# ---- cmp_minmax_ctrl ----
**cmp_minmax_ctrl: congestion heat map**

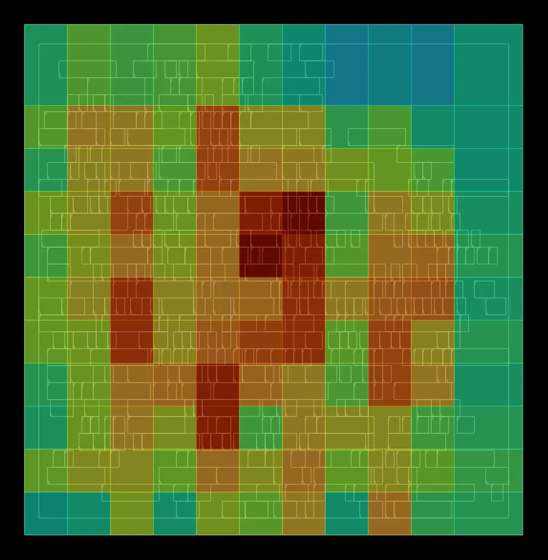

$ cat src/rtl/cmp_minmax_ctrl.sv
// cmp_minmax_ctrl: running min/max of a sample stream using one shared
// 8-bit magnitude comparator (cmp), time-multiplexed by the sequencer FSM.
//
// Ports:
//   clk, rst_n          rising-edge clock, async active-low reset
//   start, len          job launch (IDLE only) and sample count
//   in_valid, in_data   sample handshake input (unsigned 8-bit)
//   in_ready            sample accepted this cycle (decoded from state)
//   busy, done, empty   job status; done is a one-cycle pulse
//   min_out, max_out    result of the last job
//   min_idx, max_idx    first-occurrence positions (only with macro)
//
// Optional feature: define CMP_MINMAX_IDX_EN to add min_idx/max_idx.

module cmp (
    input  logic [7:0] a,
    input  logic [7:0] b,
    output logic       gt,
    output logic       lt,
    output logic       eq
);

    assign gt = (a > b);
    assign lt = (a < b);
    assign eq = (a == b);

endmodule

module cmp_minmax_ctrl #(
    parameter int CNT_W = 8
) (
    input  logic             clk,
    input  logic             rst_n,
    input  logic             start,
    input  logic [CNT_W-1:0] len,
    input  logic             in_valid,
    input  logic [7:0]       in_data,
    output logic             in_ready,
    output logic             busy,
    output logic             done,
    output logic             empty,
    output logic [7:0]       min_out,
`ifdef CMP_MINMAX_IDX_EN
    output logic [7:0]       max_out,
    output logic [CNT_W-1:0] min_idx,
    output logic [CNT_W-1:0] max_idx
`else
    output logic [7:0]       max_out
`endif
);

    typedef enum logic [2:0] {
        S_IDLE,
        S_FETCH,
        S_CMP_MAX,
        S_CMP_MIN,
        S_DONE
    } state_t;

    state_t           state_q, state_d;
    logic [CNT_W-1:0] len_q, len_d;
    logic [CNT_W-1:0] cnt_q, cnt_d;
    logic [7:0]       smp_q, smp_d;
    logic [7:0]       min_q, min_d;
    logic [7:0]       max_q, max_d;
    logic             empty_q, empty_d;
`ifdef CMP_MINMAX_IDX_EN
    logic [CNT_W-1:0] min_idx_q, min_idx_d;
    logic [CNT_W-1:0] max_idx_q, max_idx_d;
`endif

    logic [7:0] cmp_b;
    logic       c_gt;
    logic       c_lt;
    logic       c_eq;

    // The single comparator always sees the held sample on a; b is the
    // running max in CMP_MAX and the running min in CMP_MIN.
    assign cmp_b = (state_q == S_CMP_MIN) ? min_q : max_q;

    cmp u_cmp (
        .a  (smp_q),
        .b  (cmp_b),
        .gt (c_gt),
        .lt (c_lt),
        .eq (c_eq)
    );

    always_comb begin
        state_d   = state_q;
        len_d     = len_q;
        cnt_d     = cnt_q;
        smp_d     = smp_q;
        min_d     = min_q;
        max_d     = max_q;
        empty_d   = empty_q;
`ifdef CMP_MINMAX_IDX_EN
        min_idx_d = min_idx_q;
        max_idx_d = max_idx_q;
`endif
        unique case (state_q)
            S_IDLE: begin
                if (start) begin
                    if (len != '0) begin
                        len_d   = len;
                        cnt_d   = '0;
                        empty_d = 1'b0;
                        state_d = S_FETCH;
                    end else begin
                        empty_d   = 1'b1;
                        min_d     = 8'hFF;
                        max_d     = 8'h00;
`ifdef CMP_MINMAX_IDX_EN
                        min_idx_d = '0;
                        max_idx_d = '0;
`endif
                        state_d   = S_DONE;
                    end
                end
            end
            S_FETCH: begin
                if (in_valid) begin
                    smp_d = in_data;
                    if (cnt_q == '0) begin
                        // First sample seeds both extremes directly.
                        min_d     = in_data;
                        max_d     = in_data;
`ifdef CMP_MINMAX_IDX_EN
                        min_idx_d = '0;
                        max_idx_d = '0;
`endif
                        cnt_d     = {{(CNT_W-1){1'b0}}, 1'b1};
                        if (len_q == {{(CNT_W-1){1'b0}}, 1'b1}) begin
                            state_d = S_DONE;
                        end
                    end else begin
                        state_d = S_CMP_MAX;
                    end
                end
            end
            S_CMP_MAX: begin
                // Strict compare: a tie keeps the earlier maximum.
                if (c_gt && !c_eq) begin
                    max_d     = smp_q;
`ifdef CMP_MINMAX_IDX_EN
                    max_idx_d = cnt_q;
`endif
                end
                state_d = S_CMP_MIN;
            end
            S_CMP_MIN: begin
                if (c_lt && !c_eq) begin
                    min_d     = smp_q;
`ifdef CMP_MINMAX_IDX_EN
                    min_idx_d = cnt_q;
`endif
                end
                cnt_d = cnt_q + 1'b1;
                if (cnt_d == len_q) begin
                    state_d = S_DONE;
                end else begin
                    state_d = S_FETCH;
                end
            end
            S_DONE: begin
                state_d = S_IDLE;
            end
            default: begin
                state_d = S_IDLE;
            end
        endcase
    end

    always_ff @(posedge clk or negedge rst_n) begin
        if (!rst_n) begin
            state_q   <= S_IDLE;
            len_q     <= '0;
            cnt_q     <= '0;
            smp_q     <= '0;
            min_q     <= '0;
            max_q     <= '0;
            empty_q   <= 1'b0;
`ifdef CMP_MINMAX_IDX_EN
            min_idx_q <= '0;
            max_idx_q <= '0;
`endif
        end else begin
            state_q   <= state_d;
            len_q     <= len_d;
            cnt_q     <= cnt_d;
            smp_q     <= smp_d;
            min_q     <= min_d;
            max_q     <= max_d;
            empty_q   <= empty_d;
`ifdef CMP_MINMAX_IDX_EN
            min_idx_q <= min_idx_d;
            max_idx_q <= max_idx_d;
`endif
        end
    end

    assign in_ready = (state_q == S_FETCH);
    assign busy     = (state_q != S_IDLE);
    assign done     = (state_q == S_DONE);
    assign empty    = empty_q;
    assign min_out  = min_q;
    assign max_out  = max_q;
`ifdef CMP_MINMAX_IDX_EN
    assign min_idx  = min_idx_q;
    assign max_idx  = max_idx_q;
`endif

endmodule
$ cat config.mk
export PLATFORM = sky130hd
export DESIGN_NAME = cmp_minmax_ctrl
export DESIGN_NICKNAME = d
export VERILOG_FILES = /design/src/rtl/cmp_minmax_ctrl.sv
export SDC_FILE = /design/constraint.sdc
export NUM_CORES = 1
export LEC_CHECK = 0
export ABC_AREA = 1
export CAP_MARGIN = 25
export CORE_AREA = 2 2 78 80
export DETAILED_ROUTE_END_ITERATION = 16
export DIE_AREA = 0 0 80 82
export PLACE_DENSITY = 0.72
export SETUP_SLACK_MARGIN = 0.3
export SYNTH_ARGS = -nofsm -noshare
export SYNTH_HDL_FRONTEND = slang
export SYNTH_HIERARCHICAL = 1
export SYNTH_SLANG_ARGS = --single-unit
$ cat constraint.sdc
create_clock -name clk -period 2.8 [get_ports clk]
set_clock_uncertainty 0.2 [all_clocks]
set_input_delay 0.56 -clock clk [delete_from_list [all_inputs] [get_ports clk]]
set_output_delay 0.56 -clock clk [all_outputs]
set_load 0.02 [all_outputs]
# ---- rsa_msg_sequencer ----
File: config.mk
export PLATFORM = sky130hd
export DESIGN_NAME = rsa_msg_sequencer
export DESIGN_NICKNAME = d
export VERILOG_FILES = /design/src/rtl/rsa_pkg.sv /design/src/rtl/rsa_seq_timer.sv /design/src/rtl/rsa_msg_sequencer.sv
export SDC_FILE = /design/constraint.sdc
export NUM_CORES = 1
export LEC_CHECK = 0
export CORE_AREA = 5 5 68 70
export DETAILED_ROUTE_END_ITERATION = 16
export DIE_AREA = 0 0 73 75
export PLACE_DENSITY_LB_ADDON = 0.1
export SLEW_MARGIN = 15
export SYNTH_ARGS = -nofsm -noshare
export SYNTH_HDL_FRONTEND = slang
export SYNTH_SLANG_ARGS = --single-unit
File: constraint.sdc
create_clock -name clk -period 3 [get_ports clk]
set_input_delay 0.3 -clock clk [delete_from_list [all_inputs] [get_ports clk]]
set_output_delay 0.3 -clock clk [all_outputs]
set_load 0.05 [all_outputs]
File: src/rtl/rsa_pkg.sv
// Shared definitions for the RSA message sequencer: FSM states, result
// error bit positions and the default WAIT timeout.
package rsa_pkg;

    typedef enum logic [2:0] {
        S_IDLE,
        S_START,
        S_GUARD,
        S_WAIT,
        S_OUT
    } seq_state_t;

    // Bit positions inside res_err.
    localparam int ERR_TIMEOUT = 0;
    localparam int ERR_RANGE   = 1;

    // Worst-case core run is one step per exponent value plus a small margin.
    function automatic int timeout_default(input int expo_w);
        return (1 << expo_w) + 4;
    endfunction

endpackage

File: src/rtl/rsa_seq_timer.sv
// Counts cycles spent in WAIT; expired is high during the TIMEOUT-th cycle.
module rsa_seq_timer
    import rsa_pkg::*;
#(
    parameter int TIMEOUT = 68
) (
    input  logic clk,
    input  logic rst_n,
    input  logic clear,
    output logic expired
);

    localparam int CNT_W = $clog2(TIMEOUT + 1);

    logic [CNT_W-1:0] count;

    // Count while not cleared; hold once the limit is reached.
    always_ff @(posedge clk or negedge rst_n) begin
        // NOTE: clocked state uses non-blocking assignments so every register
        // samples the pre-edge values regardless of statement order.
        if (!rst_n) begin
            count <= '0;
        end else if (clear) begin
            count <= '0;
        end else if (!expired) begin
            count <= count + CNT_W'(1);
        end
    end

    assign expired = (count == CNT_W'(TIMEOUT - 1));

endmodule

File: src/rtl/rsa_msg_sequencer.sv
// Control stage in front of the RSA modexp core: holds the public key,
// accepts plaintext blocks, launches the core, supervises it with a guard
// cycle and a timeout, and presents the result over a valid/ready stream.
module rsa_msg_sequencer
    import rsa_pkg::*;
#(
    parameter int BASE_W  = 6,
    parameter int EXPO_W  = 6,
    parameter int N_W     = 6,
    parameter int TIMEOUT = timeout_default(EXPO_W)
) (
    input  logic              clk,
    input  logic              rst_n,
    input  logic              key_load,
    input  logic [EXPO_W-1:0] key_expo,
    input  logic [N_W-1:0]    key_n,
    output logic              key_err,
    output logic              key_ok,
    input  logic              msg_valid,
    output logic              msg_ready,
    input  logic [BASE_W-1:0] msg_data,
    output logic [BASE_W-1:0] core_base,
    output logic [EXPO_W-1:0] core_expo,
    output logic [N_W-1:0]    core_n,
    output logic              core_start,
    input  logic [N_W-1:0]    core_result,
    input  logic              core_valid,
    output logic              res_valid,
    input  logic              res_ready,
    output logic [N_W-1:0]    res_data,
    output logic [1:0]        res_err,
    output logic              busy
);

    localparam int CMP_W = (BASE_W > N_W) ? BASE_W : N_W;

    seq_state_t        state;
    logic [EXPO_W-1:0] held_expo;
    logic [N_W-1:0]    held_n;
    logic              expired;
    logic [CMP_W-1:0]  msg_ext;
    logic [CMP_W-1:0]  n_ext;
    logic              out_of_range;

    // Zero-extend both sides so the range check works for any width mix.
    assign msg_ext      = CMP_W'(msg_data);
    assign n_ext        = CMP_W'(held_n);
    assign out_of_range = (msg_ext >= n_ext);

    // A key load in the same cycle blocks acceptance.
    assign msg_ready = (state == S_IDLE) && key_ok && !key_load;
    assign busy      = (state != S_IDLE);
    assign core_expo = held_expo;
    assign core_n    = held_n;

    rsa_seq_timer #(
        .TIMEOUT (TIMEOUT)
    ) u_timer (
        .clk     (clk),
        .rst_n   (rst_n),
        .clear   (state != S_WAIT),
        .expired (expired)
    );

    // Key handling and sequencing FSM with registered outputs.
    always_ff @(posedge clk or negedge rst_n) begin
        if (!rst_n) begin
            state      <= S_IDLE;
            held_expo  <= '0;
            held_n     <= '0;
            key_ok     <= 1'b0;
            key_err    <= 1'b0;
            core_base  <= '0;
            core_start <= 1'b0;
            res_valid  <= 1'b0;
            res_data   <= '0;
            res_err    <= '0;
        end else begin
            key_err    <= 1'b0;
            core_start <= 1'b0;

            if (key_load) begin
                if (state != S_IDLE) begin
                    key_err <= 1'b1;
                end else if (key_n == '0) begin
                    key_err <= 1'b1;
                    key_ok  <= 1'b0;
                end else begin
                    held_expo <= key_expo;
                    held_n    <= key_n;
                    key_ok    <= 1'b1;
                end
            end

            case (state)
                S_IDLE: begin
                    if (msg_valid && msg_ready) begin
                        if (out_of_range) begin
                            res_data           <= '0;
                            res_err            <= '0;
                            res_err[ERR_RANGE] <= 1'b1;
                            res_valid          <= 1'b1;
                            state              <= S_OUT;
                        end else begin
                            core_base  <= msg_data;
                            core_start <= 1'b1;
                            state      <= S_START;
                        end
                    end
                end
                S_START: state <= S_GUARD;
                // core_valid may still be high from the previous run here.
                S_GUARD: state <= S_WAIT;
                S_WAIT: begin
                    if (core_valid) begin
                        res_data  <= core_result;
                        res_err   <= '0;
                        res_valid <= 1'b1;
                        state     <= S_OUT;
                    end else if (expired) begin
                        res_data             <= '0;
                        res_err              <= '0;
                        res_err[ERR_TIMEOUT] <= 1'b1;
                        res_valid            <= 1'b1;
                        state                <= S_OUT;
                    end
                end
                S_OUT: begin
                    if (res_ready) begin
                        res_valid <= 1'b0;
                        state     <= S_IDLE;
                    end
                end
                default: state <= S_IDLE;
            endcase
        end
    end

endmodule

# ---- i2c_controller ----
--- config.mk ---
export PLATFORM = sky130hd
export DESIGN_NAME = i2c_controller
export DESIGN_NICKNAME = d
export VERILOG_FILES = /design/src/rtl/i2c_controller.sv
export SDC_FILE = /design/constraint.sdc
export NUM_CORES = 1
export LEC_CHECK = 0
export CORE_MARGIN = 2
export CORE_UTILIZATION = 55
export DETAILED_ROUTE_END_ITERATION = 10
export PLACE_DENSITY = 0.88
export SLEW_MARGIN = 20
export SYNTH_ARGS = -nofsm -noshare
export SYNTH_HDL_FRONTEND = slang
export SYNTH_SLANG_ARGS = --single-unit
--- constraint.sdc ---
create_clock -name clk -period 2 [get_ports clk]
set_input_delay 0.4 -clock clk [delete_from_list [all_inputs] [get_ports clk]]
set_output_delay 0.4 -clock clk [all_outputs]
set_load 0.1 [all_outputs]
--- src/rtl/i2c_controller.sv ---
// i2c_controller: single-byte I2C initiator (START, addr+R/W, one data byte,
// STOP) with open-drain SCL/SDA enables and a ready/start/done handshake.
// Optional build macro CLOCK_STRETCH_EN: honour target clock stretching in q2.
module i2c_controller #(
    parameter int CLK_DIV = 30
) (
    input  logic       clk,
    input  logic       rst,
    input  logic       start,
    input  logic [6:0] addr,
    input  logic       rw,
    input  logic [7:0] wdata,
    output logic       ready,
    output logic       done,
    output logic [7:0] rdata,
    output logic       nack,
    output logic       scl_oe,
    output logic       sda_oe,
    input  logic       scl_i,
    input  logic       sda_i
);

    localparam int CW = (CLK_DIV > 2) ? $clog2(CLK_DIV) : 1;
    localparam logic [CW-1:0] QMAX = CW'(CLK_DIV - 1);

    localparam logic [2:0] S_IDLE  = 3'd0;
    localparam logic [2:0] S_START = 3'd1;
    localparam logic [2:0] S_ADDR  = 3'd2;
    localparam logic [2:0] S_AACK  = 3'd3;
    localparam logic [2:0] S_DATA  = 3'd4;
    localparam logic [2:0] S_DACK  = 3'd5;
    localparam logic [2:0] S_STOP  = 3'd6;

    logic [2:0]    state, nxt_state;
    logic [1:0]    q, nxt_q;
    logic [2:0]    bitn, nxt_bitn;
    logic [7:0]    sh, nxt_sh;
    logic [CW-1:0] qcnt;
    logic [7:0]    rx;
    logic [7:0]    wdata_l;
    logic          rw_l;
    logic          hold, qend, accept, sample;
    logic          nxt_scl, nxt_sda;

`ifdef CLOCK_STRETCH_EN
    // Target holds SCL low after we release it: freeze the quarter counter.
    assign hold = (state != S_IDLE) && (q == 2'd2) && !scl_i;
`else
    logic unused_scl;
    assign unused_scl = scl_i;
    assign hold = 1'b0;
`endif

    assign accept = start && ready;
    assign qend   = (state != S_IDLE) && !hold && (qcnt == QMAX);
    assign sample = qend && (q == 2'd2);

    // Next state / quarter / bit, and the bus levels for the coming quarter.
    always_comb begin
        nxt_state = state;
        nxt_q     = q;
        nxt_bitn  = bitn;
        nxt_sh    = sh;
        if (accept) begin
            nxt_state = S_START;
            nxt_q     = 2'd0;
            nxt_sh    = {addr, rw};
        end else if (qend) begin
            if (q != 2'd3) begin
                nxt_q = q + 2'd1;
            end else begin
                nxt_q = 2'd0;
                case (state)
                    S_START: begin
                        nxt_state = S_ADDR;
                        nxt_bitn  = 3'd0;
                    end
                    S_ADDR: begin
                        if (bitn == 3'd7) nxt_state = S_AACK;
                        nxt_bitn = bitn + 3'd1;
                        nxt_sh   = {sh[6:0], 1'b0};
                    end
                    S_AACK: begin
                        nxt_state = nack ? S_STOP : S_DATA;
                        nxt_bitn  = 3'd0;
                        nxt_sh    = wdata_l;
                    end
                    S_DATA: begin
                        if (bitn == 3'd7) nxt_state = S_DACK;
                        nxt_bitn = bitn + 3'd1;
                        nxt_sh   = {sh[6:0], 1'b0};
                    end
                    S_DACK:  nxt_state = S_STOP;
                    S_STOP:  nxt_state = S_IDLE;
                    default: nxt_state = S_IDLE;
                endcase
            end
        end

        nxt_scl = 1'b0;
        nxt_sda = 1'b0;
        case (nxt_state)
            S_START: nxt_sda = nxt_q[1];
            S_ADDR: begin
                nxt_scl = !nxt_q[1];
                nxt_sda = !nxt_sh[7];
            end
            S_AACK, S_DACK: nxt_scl = !nxt_q[1];
            S_DATA: begin
                nxt_scl = !nxt_q[1];
                nxt_sda = !rw_l && !nxt_sh[7];
            end
            S_STOP: begin
                nxt_scl = (nxt_q == 2'd0);
                nxt_sda = !nxt_q[1];
            end
            default: ;
        endcase
    end

    // Registered state, bus enables, sampling and handshake.
    always_ff @(posedge clk or negedge rst) begin
        if (!rst) begin
            state   <= S_IDLE;
            q       <= 2'd0;
            bitn    <= 3'd0;
            sh      <= 8'd0;
            qcnt    <= '0;
            rx      <= 8'd0;
            wdata_l <= 8'd0;
            rw_l    <= 1'b0;
            scl_oe  <= 1'b0;
            sda_oe  <= 1'b0;
            ready   <= 1'b1;
            done    <= 1'b0;
            rdata   <= 8'd0;
            nack    <= 1'b0;
        end else begin
            state  <= nxt_state;
            q      <= nxt_q;
            bitn   <= nxt_bitn;
            sh     <= nxt_sh;
            scl_oe <= nxt_scl;
            sda_oe <= nxt_sda;
            done   <= 1'b0;
            if (accept) begin
                rw_l    <= rw;
                wdata_l <= wdata;
                nack    <= 1'b0;
                ready   <= 1'b0;
                qcnt    <= '0;
            end else if (state != S_IDLE && !hold) begin
                qcnt <= (qcnt == QMAX) ? '0 : qcnt + 1'b1;
            end
            if (sample) begin
                case (state)
                    S_AACK: if (sda_i) nack <= 1'b1;
                    S_DACK: if (!rw_l && sda_i) nack <= 1'b1;
                    S_DATA: if (rw_l) begin
                        rx <= {rx[6:0], sda_i};
                        if (bitn == 3'd7) rdata <= {rx[6:0], sda_i};
                    end
                    default: ;
                endcase
            end
            if (qend && q == 2'd3 && state == S_STOP) begin
                done  <= 1'b1;
                ready <= 1'b1;
            end
        end
    end

endmodule

# ---- sim_iserdes_multilane_flat ----
<file path="src/rtl/sim_iserdes_multilane_pkg.sv">
// sim_serdes_pkg: shared align-state type, width limit and parameter check for the deserializer model
package sim_serdes_pkg;
  localparam int MAX_DATA_WIDTH = 8;
  typedef enum logic [1:0] {HUNT, SLIP, SETTLE, LOCKED} align_state_e;
  function automatic bit width_ok(input int w);
    return w >= 2 && w <= MAX_DATA_WIDTH;
  endfunction
endpackage

</file>
<file path="src/rtl/sim_iserdes_multilane_if.sv">
// sim_iserdes_multilane_if: serial inputs, slip/align controls and parallel outputs of all lanes
interface sim_iserdes_multilane_if #(
  parameter int DATA_WIDTH = 8,
  parameter int NUM_LANES  = 4
);
  logic [NUM_LANES-1:0]            D;
  logic [NUM_LANES-1:0]            BITSLIP;
  logic                            ALIGN_EN;
  logic [NUM_LANES*DATA_WIDTH-1:0] Q;
  logic                            Q_VALID;
  logic [NUM_LANES-1:0]            LOCKED;
  modport master (output D, BITSLIP, ALIGN_EN, input Q, Q_VALID, LOCKED);
  modport slave  (input D, BITSLIP, ALIGN_EN, output Q, Q_VALID, LOCKED);
endinterface

</file>
<file path="src/rtl/sim_iserdes_multilane_lane.sv">
// sim_serdes_lane: one lane's shift register, slip offset, pending slip and optional auto-align FSM
module sim_serdes_lane
  import sim_serdes_pkg::*;
#(
  parameter int         W             = 8,
  parameter int         MSB_FIRST     = 1,
  parameter logic [7:0] TRAIN_PATTERN = 8'h5C,
  parameter int         LOCK_COUNT    = 4
) (
  input  logic         clk,
  input  logic         rst,
  input  logic         d,
  input  logic         bitslip,
  input  logic         align_en,
  input  logic         bnd,
  output logic [W-1:0] q,
  output logic         locked
);
  localparam int SW = $clog2(W);
  logic [2*W-1:0] sr_q, sr_d;
  logic [SW-1:0]  s_q, s_d;
  logic           pend_q, pend_d, slip_req;
  logic [W-1:0]   q_q, q_d, win, word;
  // sr_q[0] is the newest bit; the word window sits s bits behind it
  always_comb begin
    sr_d   = {sr_q[2*W-2:0], d};
    win    = sr_q[s_q +: W];
    word   = MSB_FIRST != 0 ? win : {<<{win}};
    q_d    = bnd ? word : q_q;
    s_d    = bnd && pend_q ? (s_q == SW'(W-1) ? '0 : s_q + 1'b1) : s_q;
    pend_d = slip_req || (pend_q && !bnd);
  end
  always_ff @(posedge clk)
    if (rst) begin
      sr_q   <= '0;
      s_q    <= '0;
      pend_q <= 1'b0;
      q_q    <= '0;
    end else begin
      sr_q   <= sr_d;
      s_q    <= s_d;
      pend_q <= pend_d;
      q_q    <= q_d;
    end
  assign q = q_q;
`ifdef SIM_SERDES_AUTO_ALIGN_EN
  localparam int MW = $clog2(LOCK_COUNT + 1);
  localparam logic [W-1:0] PAT = TRAIN_PATTERN[W-1:0];
  align_state_e st_q;
  logic [MW-1:0] mc_q;
  logic          sc_q, locked_q;
  always_ff @(posedge clk)
    if (rst || !align_en) begin
      st_q     <= HUNT;
      mc_q     <= '0;
      sc_q     <= 1'b0;
      locked_q <= 1'b0;
    end else begin
      case (st_q)
        HUNT:
          if (bnd) begin
            if (word != PAT) begin
              mc_q <= '0;
              st_q <= SLIP;
            end else if (mc_q == MW'(LOCK_COUNT - 1)) begin
              mc_q     <= '0;
              st_q     <= LOCKED;
              locked_q <= 1'b1;
            end else mc_q <= mc_q + 1'b1;
          end
        SLIP: st_q <= SETTLE;
        SETTLE:
          if (bnd) begin
            sc_q <= !sc_q;
            if (sc_q) st_q <= HUNT;
          end
        default: locked_q <= 1'b1;
      endcase
    end
  assign slip_req = align_en ? st_q == SLIP : bitslip;
  assign locked   = locked_q;
`else
  logic unused_cfg;
  assign unused_cfg = ^{align_en, TRAIN_PATTERN[W-1:0], LOCK_COUNT[0]};
  assign slip_req   = bitslip;
  assign locked     = 1'b0;
`endif
endmodule

</file>
<file path="src/rtl/sim_iserdes_multilane.sv">
// sim_iserdes_multilane: multi-lane behavioural deserializer; SIM_SERDES_AUTO_ALIGN_EN adds per-lane training auto-align
module sim_iserdes_multilane
  import sim_serdes_pkg::*;
#(
  parameter int         DATA_WIDTH    = 8,
  parameter int         NUM_LANES     = 4,
  parameter int         MSB_FIRST     = 1,
  parameter logic [7:0] TRAIN_PATTERN = 8'h5C,
  parameter int         LOCK_COUNT    = 4
) (
  input logic                   CLK,
  input logic                   RST,
  sim_iserdes_multilane_if.slave bus
);
  localparam int CW = $clog2(DATA_WIDTH);
  logic [CW-1:0]                   cnt_q, cnt_d;
  logic                            bnd_q, bnd_d, q_valid_q, q_valid_d;
  logic [NUM_LANES*DATA_WIDTH-1:0] q_all;
  logic [NUM_LANES-1:0]            locked_all;
  if (!width_ok(DATA_WIDTH) || NUM_LANES < 1) begin : g_bad_cfg
    $error("sim_iserdes_multilane: DATA_WIDTH must be 2..8 and NUM_LANES >= 1");
  end
  // bnd_q marks the cycle after the last bit of a word was captured
  always_comb begin
    bnd_d     = cnt_q == CW'(DATA_WIDTH - 1);
    cnt_d     = bnd_d ? '0 : cnt_q + 1'b1;
    q_valid_d = bnd_q;
  end
  always_ff @(posedge CLK)
    if (RST) begin
      cnt_q     <= '0;
      bnd_q     <= 1'b0;
      q_valid_q <= 1'b0;
    end else begin
      cnt_q     <= cnt_d;
      bnd_q     <= bnd_d;
      q_valid_q <= q_valid_d;
    end
  for (genvar i = 0; i < NUM_LANES; i++) begin : g_lane
    sim_serdes_lane #(
      .W(DATA_WIDTH), .MSB_FIRST(MSB_FIRST), .TRAIN_PATTERN(TRAIN_PATTERN), .LOCK_COUNT(LOCK_COUNT)
    ) u_lane (
      .clk(CLK), .rst(RST), .d(bus.D[i]), .bitslip(bus.BITSLIP[i]), .align_en(bus.ALIGN_EN),
      .bnd(bnd_q), .q(q_all[i*DATA_WIDTH +: DATA_WIDTH]), .locked(locked_all[i])
    );
  end
  assign bus.Q       = q_all;
  assign bus.Q_VALID = q_valid_q;
  assign bus.LOCKED  = locked_all;
endmodule

</file>
<file path="src/flat_wrapper.sv">
// flat-port wrapper written by rule: the top's interface ports become plain ports
module sim_iserdes_multilane_flat import sim_serdes_pkg::*;
#(
  parameter int         DATA_WIDTH    = 8,
  parameter int         NUM_LANES     = 4,
  parameter int         MSB_FIRST     = 1,
  parameter logic [7:0] TRAIN_PATTERN = 8'h5C,
  parameter int         LOCK_COUNT    = 4
)
  (CLK, RST, bus_D, bus_BITSLIP, bus_ALIGN_EN, bus_Q, bus_Q_VALID, bus_LOCKED);
  sim_iserdes_multilane_if #(.DATA_WIDTH(DATA_WIDTH), .NUM_LANES(NUM_LANES)) bus_i ();
  input logic CLK;
  input logic RST;
  input wire logic [$bits(bus_i.D)-1:0] bus_D;
  input wire logic [$bits(bus_i.BITSLIP)-1:0] bus_BITSLIP;
  input wire logic [$bits(bus_i.ALIGN_EN)-1:0] bus_ALIGN_EN;
  output wire logic [$bits(bus_i.Q)-1:0] bus_Q;
  output wire logic [$bits(bus_i.Q_VALID)-1:0] bus_Q_VALID;
  output wire logic [$bits(bus_i.LOCKED)-1:0] bus_LOCKED;
  assign bus_i.D = bus_D;
  assign bus_i.BITSLIP = bus_BITSLIP;
  assign bus_i.ALIGN_EN = bus_ALIGN_EN;
  assign bus_Q = bus_i.Q;
  assign bus_Q_VALID = bus_i.Q_VALID;
  assign bus_LOCKED = bus_i.LOCKED;
  sim_iserdes_multilane #(.DATA_WIDTH(DATA_WIDTH), .NUM_LANES(NUM_LANES), .MSB_FIRST(MSB_FIRST), .TRAIN_PATTERN(TRAIN_PATTERN), .LOCK_COUNT(LOCK_COUNT)) u_core (.CLK(CLK), .RST(RST), .bus(bus_i));
endmodule
</file>
<file path="config.mk">
export PLATFORM = sky130hd
export DESIGN_NAME = sim_iserdes_multilane_flat
export DESIGN_NICKNAME = d
export VERILOG_FILES = /design/src/rtl/sim_iserdes_multilane_pkg.sv /design/src/rtl/sim_iserdes_multilane_if.sv /design/src/rtl/sim_iserdes_multilane_lane.sv /design/src/rtl/sim_iserdes_multilane.sv /design/src/flat_wrapper.sv
export SDC_FILE = /design/constraint.sdc
export NUM_CORES = 1
export LEC_CHECK = 0
export ABC_AREA = 0
export CORE_MARGIN = 1.5
export CORE_UTILIZATION = 53
export CTS_BUF_LIST = sky130_fd_sc_hd__clkbuf_8
export CTS_CLUSTER_SIZE = 14
export DETAILED_ROUTE_END_ITERATION = 6
export PLACE_DENSITY = 0.8
export SETUP_SLACK_MARGIN = 0.3
export SLEW_MARGIN = 10
export SYNTH_ARGS = -nofsm -noshare
export SYNTH_HDL_FRONTEND = slang
export SYNTH_HIERARCHICAL = 1
export SYNTH_SLANG_ARGS = --single-unit
</file>
<file path="constraint.sdc">
create_clock -name CLK -period 1.4 [get_ports CLK]
set_input_delay 0.21 -clock CLK [delete_from_list [all_inputs] [get_ports CLK]]
set_output_delay 0.21 -clock CLK [all_outputs]
set_load 0.05 [all_outputs]
</file>
**rsa_msg_sequencer: cells coloured by class**

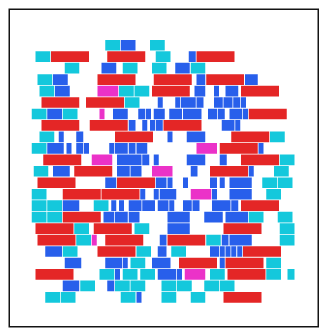
[magenta] clock drivers and dummy loads | cells: 8
[red] flip-flops | cells: 40
[cyan] other buffers and delay cells | cells: 61
[blue] all other logic | cells: 110

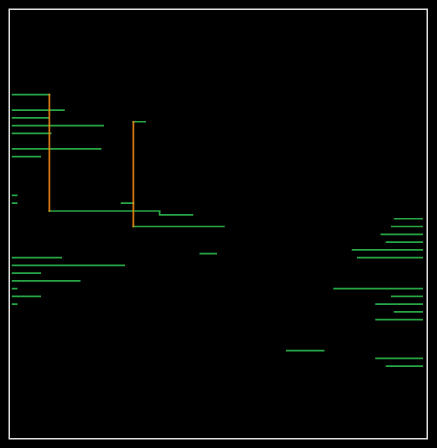
**Above:** rsa_msg_sequencer (signal wires by layer).
Only two layers are drawn.
[green] met3 | wire length: 274 um
[orange] met4 | wire length: 38.8 um
Tot GR Track Use: 16.2%
Wirelength per Cell: 14.7 um
Final Routed Wirelength: 3940 um
total vias in the final route: 1,374

==> notes.md, rsa_msg_sequencer <==
The following summarizes the physical implementation.

Critical path
STA classifies the critical path startpoint as a flip-flop. The nature of the critical path endpoint is an output port. The longest incremental delay of any stage on the critical path is reported as 0.84 ns. Data arrives at the worst endpoint at 2.20 ns. The OpenROAD report gives the critical path a required time of 2.70 ns.

Drt
The number of DRC markers after the initial detailed-route iteration is 53. The detailed router reports a met3 wire length of 274 um. The number of vias per cell is 5.11.

Placed design
The buffer_ports step reported a buffer count of 61.

Global routing
Entering global routing, the biggest net connects 41 pins. The via count of the first global-routing pass is 1,492. The global routing report lists met2 layer usage as 28.3%. The global-route track usage on met1 is 19.1%. The number of antenna violations at the first check in global routing is 0.

Finish
The utilization of the core after routing is 65.1%. The flow measured a signed area growth from synthesis to layout of 40.9%. The area used by sequential logic in the layout is 1000 sq um.

The share of final-layout standard cells stronger than drive strength 1 is 11.0%. The layout multi-input combinational cell count is 101. The register with the most flip-flops in the layout has 7 of them. The number of standard cells in the final layout excluding fillers is 269.

Synth
The flip-flop and latch count after synthesis is 40. Looking at the cell usage after synthesis, the top flip-flop cell is sky130_fd_sc_hd__dfrtp_1. For this run the top cell type by instance count after synthesis was sky130_fd_sc_hd__dfrtp_1. The main logic family after synthesis is simple AND/OR/NAND/NOR gates. The sequential cell area fraction in the yosys report is 55.3%.

The count of flip-flops with a built-in enable after synthesis is 0. Of the total synthesized cell area, the portion taken by AND, OR, NAND and NOR gates is 12.7%. The cell taking the most area after synthesis is sky130_fd_sc_hd__dfrtp_1. The fraction of synthesized cell area in xor and xnor cells is 2.90%.

Outcome
The flow ran to the end, and the final reports show no timing, DRC or antenna violations.

Hold path
The tightest min-delay check is of the in2async type.

Power and ir drop
Per the OpenROAD power report, switching power amounts to 1350 uW. The script extracted a total leakage power of 0.00114 uW. The highest-power group is combinational logic. The clock network power consumption is 359 uW.

Timing
The maximum clock rate is 400 MHz. The final setup violation count is 0. The transition time recorded at the tightest slew-check pin is 0.867 ns. Clock skew on the completed layout was measured at 0.00688 ns.

Die
The die is 73 um wide. The I/O pin total is 62.

CTS
Post-CTS timing repair inserted 0 buffers for setup.
-- rsa_msg_sequencer: final timing paths --
| path | startpoint | endpoint | slack [ns] | cells past startpoint |
|---|---|---|---|---|
| max in group asynchronous | rst_n | core_expo[3] | 2.33 | 1 |
| max reg2reg | core_n[0] | core_base[3] | 0.89 | 6 |
| min reg2reg | res_data[2] | res_data[2] | 0.49 | 1 |
| min in group clk | res_data[2] | res_data[2] | 0.49 | 1 |
| max | state[1] | msg_ready | 0.50 | 4 |
| min | rst_n | core_start | 0.13 | 1 |
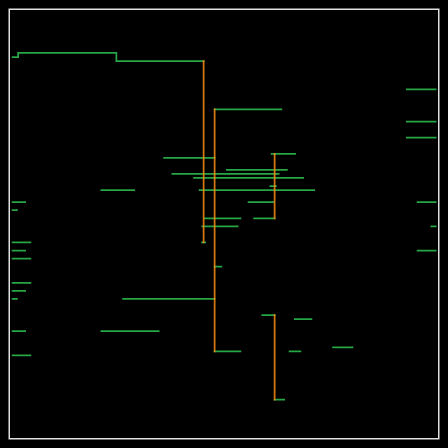
**Above:** i2c_controller (signal wires by layer).
Only two layers are drawn.
[orange] met4 | wire length: 96.6 um
[green] met3 | wire length: 235 um
Wirelength per Cell: 15.5 um
Tot GR Track Use: 22.9%

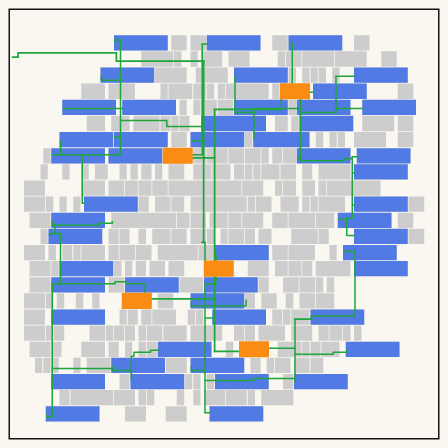
**Above:** i2c_controller (clock distribution).
[green] clock wires | length: 545 um
[blue] flip-flops | count: 50
[orange] cells driving clock nets | count: 5
routed clock nets: 6
clk latency of the worst-skew pair: 0.30 ns
Power Clock: 694 uW
largest clock skew in the final design: 0.00580 ns

==> notes.md, i2c_controller <==
The following summarizes the physical implementation.

Outcome
The run finished with clean final reports.

CTS
The H-tree generated during clock tree synthesis spans 2 levels. The TritonCTS buffer count is 5. The clock tree root buffer cell is sky130_fd_sc_hd__clkbuf_8. The clock tree has to reach 50 sinks. Looking at the worst setup and hold paths, the clock pins of their registers show a slew of 0.09 ns.

The clock passes through at most 2 buffers.

Hold path
The path class of the lowest-slack min-delay path is in2async.

Drt
The met2 wire length is 2800 um. The uppermost signal routing layer after detailed routing is met4.

Finish
Leaving out the clock tree, the finished layout contains a buffer count of 53. The number of clock buffer instances in the layout is 5. The final instance area is 3180 sq um. The share of final-layout standard cells stronger than drive strength 1 is 23.7%. Clock tree buffers and inverters occupy 3.42% of the routed design's cell area. For this run, the post-layout net count is 330.

The layout multi-input combinational cell count is 185.

Power and ir drop
The share of total power dissipated in the clock network is 39.0%. Combinational cells account for 4.1% of the total power.

Timing
For the pin with the worst max-slew slack, the measured transition is 0.552 ns. Pins over their slew limit in the final report were tallied at 0. The worst-case headroom to the max-slew limit is 63.2%. The number of hold violations in the final report is 0. The final setup violation count is 0.

Placed design
The post-placement setup slack is -0.0656 ns.

Die
The die span in x is 72.2 um. The area of the die is 5210 sq um.

Global routing
The first-pass GRT wire length is 9240 um. On met3, the global router reports a usage of 4.31%. The maximum number of pins on one net before global-route repair is 51.

The global routing stage identified its most utilized layer as met2.

Synth
The primary flip-flop cell chosen by synthesis mapping is sky130_fd_sc_hd__dfrtp_1. The tally of yosys warning messages is 0.

Critical path
Looking at the setup timing report, the critical path kind is reg2reg. The worst reg-to-reg path cell count is 6.
[i2c_controller: logic make-up (layout without fill, tap and decap cells)]
group,Yosys count,in the layout,share of synthesized area [%]
muxes,17,17,8.61
and+or+nand+nor,110,110,20.7
DFF,50,50,49.0
buffers and inverters,21,69,3.91
adders and majority gates,6,6,2.94
AOI/OAI and AO/OA,52,52,14.9
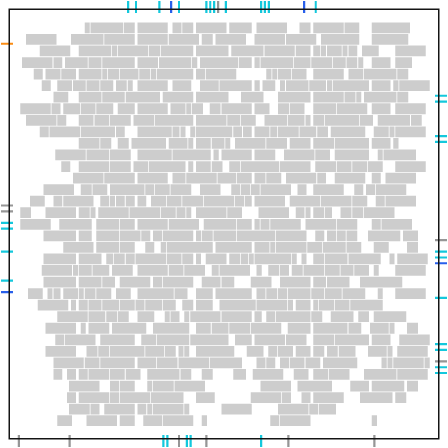
**Above:** sim_iserdes_multilane_flat (ports around the boundary).
Pins as bars across the die edge, other pins in grey.
[cyan] bus_Q | pins: 32 | direction: output | edge: 12 top, 11 right, 5 bottom, 4 left
[orange] CLK | pins: 1 | direction: input | edge: left
[blue] bus_BITSLIP | pins: 4 | direction: input | edge: 2 top, 1 left, 1 right
all pins by edge: 15 top, 14 right, 11 bottom, 8 left
overall die width: 101 um
count of buffers from port buffering: 42
Vert. Die Dim: 101 um

==> notes.md, sim_iserdes_multilane_flat <==
The following summarizes the physical implementation.

Outcome
The run finished, with violations left. The final reports fail on negative setup slack.

Timing
The end-of-flow timing check tallies setup violations at 9. For this run, the top clock speed supported by timing is 682 MHz. The final timing report gives a worst setup slack of -0.0673 ns.

Critical path
Listed in order, past its start point the critical path passes buf_12, mux2i_2, mux4_2, a211oi_2. The nature of the critical path startpoint is a flip-flop.

CTS
The clock tree root buffer cell is sky130_fd_sc_hd__clkbuf_8. The clock passes through at most 2 buffers. The number of levels the H-tree was split into is 4.

Power and ir drop
Per report_power, the Combinational row totals 258 uW.

Synth
Grouping non-sequential cells by family puts the most area in multiplexers.

Hold path
In this run the most critical hold path is launched from RST.

Global routing
For met2 alone, demand over resource in global routing was 40.6%. Global route summary, busiest routing layer listed as met2.

Die
The tap cell instance count is 129. Before placement the cells fill 54.8% of the core. The floorplan has 35 rows.

Drt
The total length of routed wires is 12,100 um. The post-route report lists met1 wire length as 5210 um. The total met3 wirelength after detailed routing is 463 um.

Finish
For this run, the script counts the antenna cells in the layout as 0. Sequential cells make up 32.0% of the cell area.
-- sim_iserdes_multilane_flat: through the flow --
stage / TNS, ns / hold WS [ns] / area, sq um / cells / total power [uW]
floorplan: 0 / 0.282 / 5210 / 468 / 3510
global placement: -0.367 / 0.407 / 6160 / 631 / 3580
detailed placement: -0.987 / 0.415 / 6160 / 631 / 3590
CTS: -0.000450 / 0.276 / 7090 / 684 / 6290
global route: -0.807 / 0.317 / 7330 / 697 / 6510
finish: -0.217 / 0.306 / 7330 / 697 / 6310
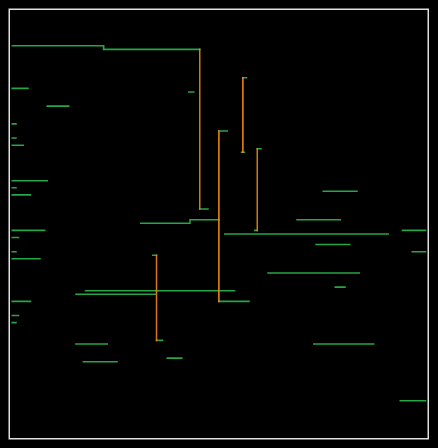
**Above:** cmp_minmax_ctrl (signal wires by layer).
Only two layers are drawn.
[orange] met4 | wire length: 110 um
[green] met3 | wire length: 260 um
total vias in the final route: 2,625
Tot GR Track Use: 23.7%
Wirelength per Cell: 13.7 um

Notes on 'congestion heat map' of cmp_minmax_ctrl above:
global routing usage on met3: 3.30%
met1 layer usage reported by global route: 29.3%

==> notes.md, cmp_minmax_ctrl <==
The following summarizes the physical implementation.

Finish
The layout has 57 inverters outside the clock class. There are 44 flip-flops and latches. After routing the design area is 3560 sq um. Of all the cell area in the finished design, the clock network holds 2.60%.

The utilization of the core after routing is 61.9%. The layout contains a multi-input combinational cell count of 276. The count of plain and timing-repair buffers in the layout is 59. The area used by multi-input combinational logic is 1500 sq um. The class occupying the most area after layout is reported as logic gates.

Critical path
The worst setup path is captured at a flip-flop. The cell seen most often among critical-path stages is sky130_fd_sc_hd__nand2_1. Among all stages on the critical path, the largest delay is contributed by sky130_fd_sc_hd__dfrtp_1. The combined buffer and inverter count along the critical path is 5.

Die
For reference, the placement row count at floorplan is 28. At the floorplan stage, the core utilization is reported as 47.1%. The core region area is 5750 sq um.

Synth
The cell-mix breakdown from Yosys lists the XOR/XNOR area share as 0.971%. The yosys synthesis chip area is 2710 sq um.

Power and ir drop
IR analysis of the VDD net gives a maximum drop of 0.676 mV. The clock network power consumption is 424 uW. The highest-power group is combinational logic.

Dividing total power by cell area gives a power density of 1220 nW/um^2. The fraction of power consumed by the clock network is 9.8%.

Drt
The number of DRC markers after the initial detailed-route iteration is 129. Wire segments on met3 add up to 259 um in the final route. The first TritonRoute pass finished after 4 iterations.

CTS
The clock transition at the register clock pins on the worst setup and hold paths after CTS is 0.09 ns. The clock tree root buffer cell is sky130_fd_sc_hd__clkbuf_8. The H-tree was split into 2 levels. The number of cells upsized or downsized after cts is 21.

Global routing
The maximum number of pins on one net before global-route repair is 30.

Outcome
The flow ran to the end, and the final reports show no timing, DRC or antenna violations.

Run
Across all stage logs, warnings added up to 30.

Timing
The transition time at the pin with the least slew margin is 0.560 ns. The tightest hold path in the finished design has a slack of 0.301 ns.

Placed design
The post-placement setup slack is -0.125 ns.
## cmp_minmax_ctrl: state kept, by name, indices dropped and copies added (netlist names)
register	cells
smp_q	8
len_q	8
state_q	3
empty	1
cnt_q	8
max_out	8
min_out	8
## cmp_minmax_ctrl: how the worst max path moves through the flow
stage | from | to | slack, ns | cells after the start
finish | state_q[0] | min_out[3] | 0.04 | 21
global route | state_q[0] | min_out[5] | -0.16 | 21
CTS | state_q[2] | max_out[7] | 0.11 | 19
detailed placement | state_q[0] | max_out[1] | -0.13 | 20
global placement | state_q[0] | max_out[5] | -0.006 | 20
floorplan | state_q[0] | max_out[0] | 0.18 | 20


==> notes/layouts.md <==
Pictures saved along the way, in no particular order.

Ports around the boundary.
Pins as bars across the die edge, other pins in grey.
Plate I
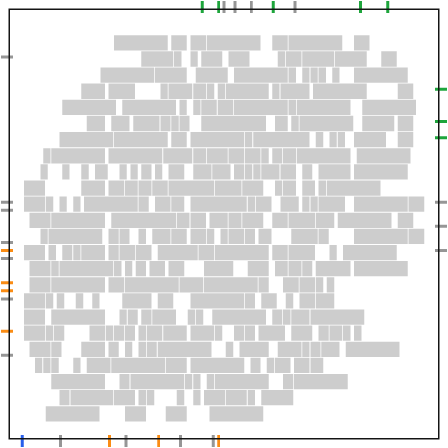
Plate II
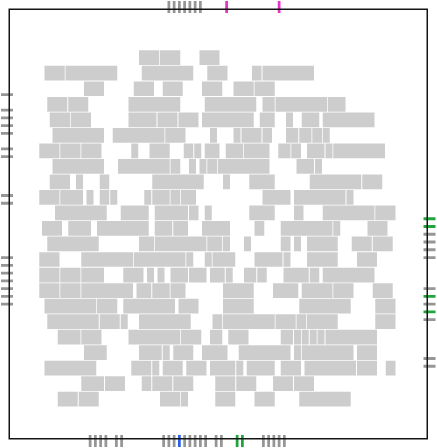
Plate III
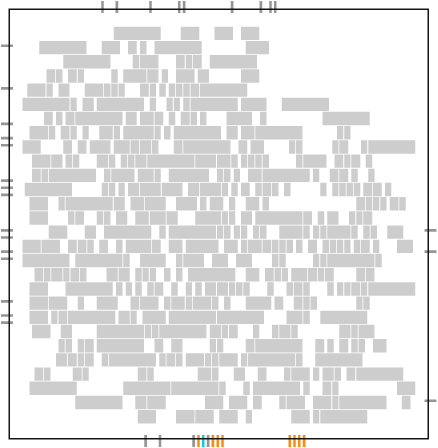
Plate II comes from rsa_msg_sequencer.
Plate III comes from cmp_minmax_ctrl.
Plate I comes from i2c_controller.

Key to Plate III:
[cyan] empty | pins: 1 | direction: output | edge: bottom
[orange] len | pins: 8 | direction: input | edge: bottom
all pins by edge: 15 left, 13 bottom, 9 top, 3 right


==> gallery <==
Clock distribution.
image #1
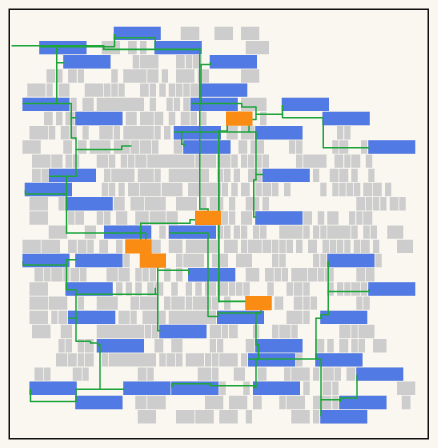
image #2
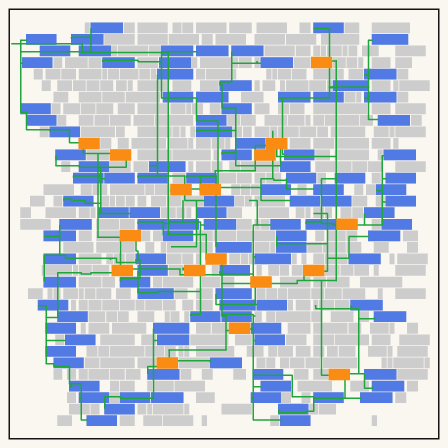
image #3
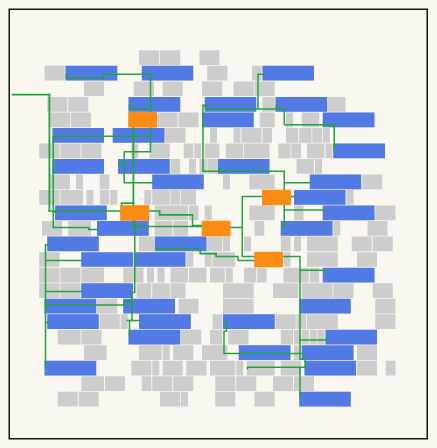
cmp_minmax_ctrl: image #1
rsa_msg_sequencer: image #3
sim_iserdes_multilane_flat: image #2
- most sequential cells: image #2

Key to image #1:
[green] clock wires | length: 595 um
[orange] cells driving clock nets | count: 5
[blue] flip-flops | count: 44
routed clock nets: 6
flops lie: spread over the die

Power is estimated from default activity; no workload was simulated.
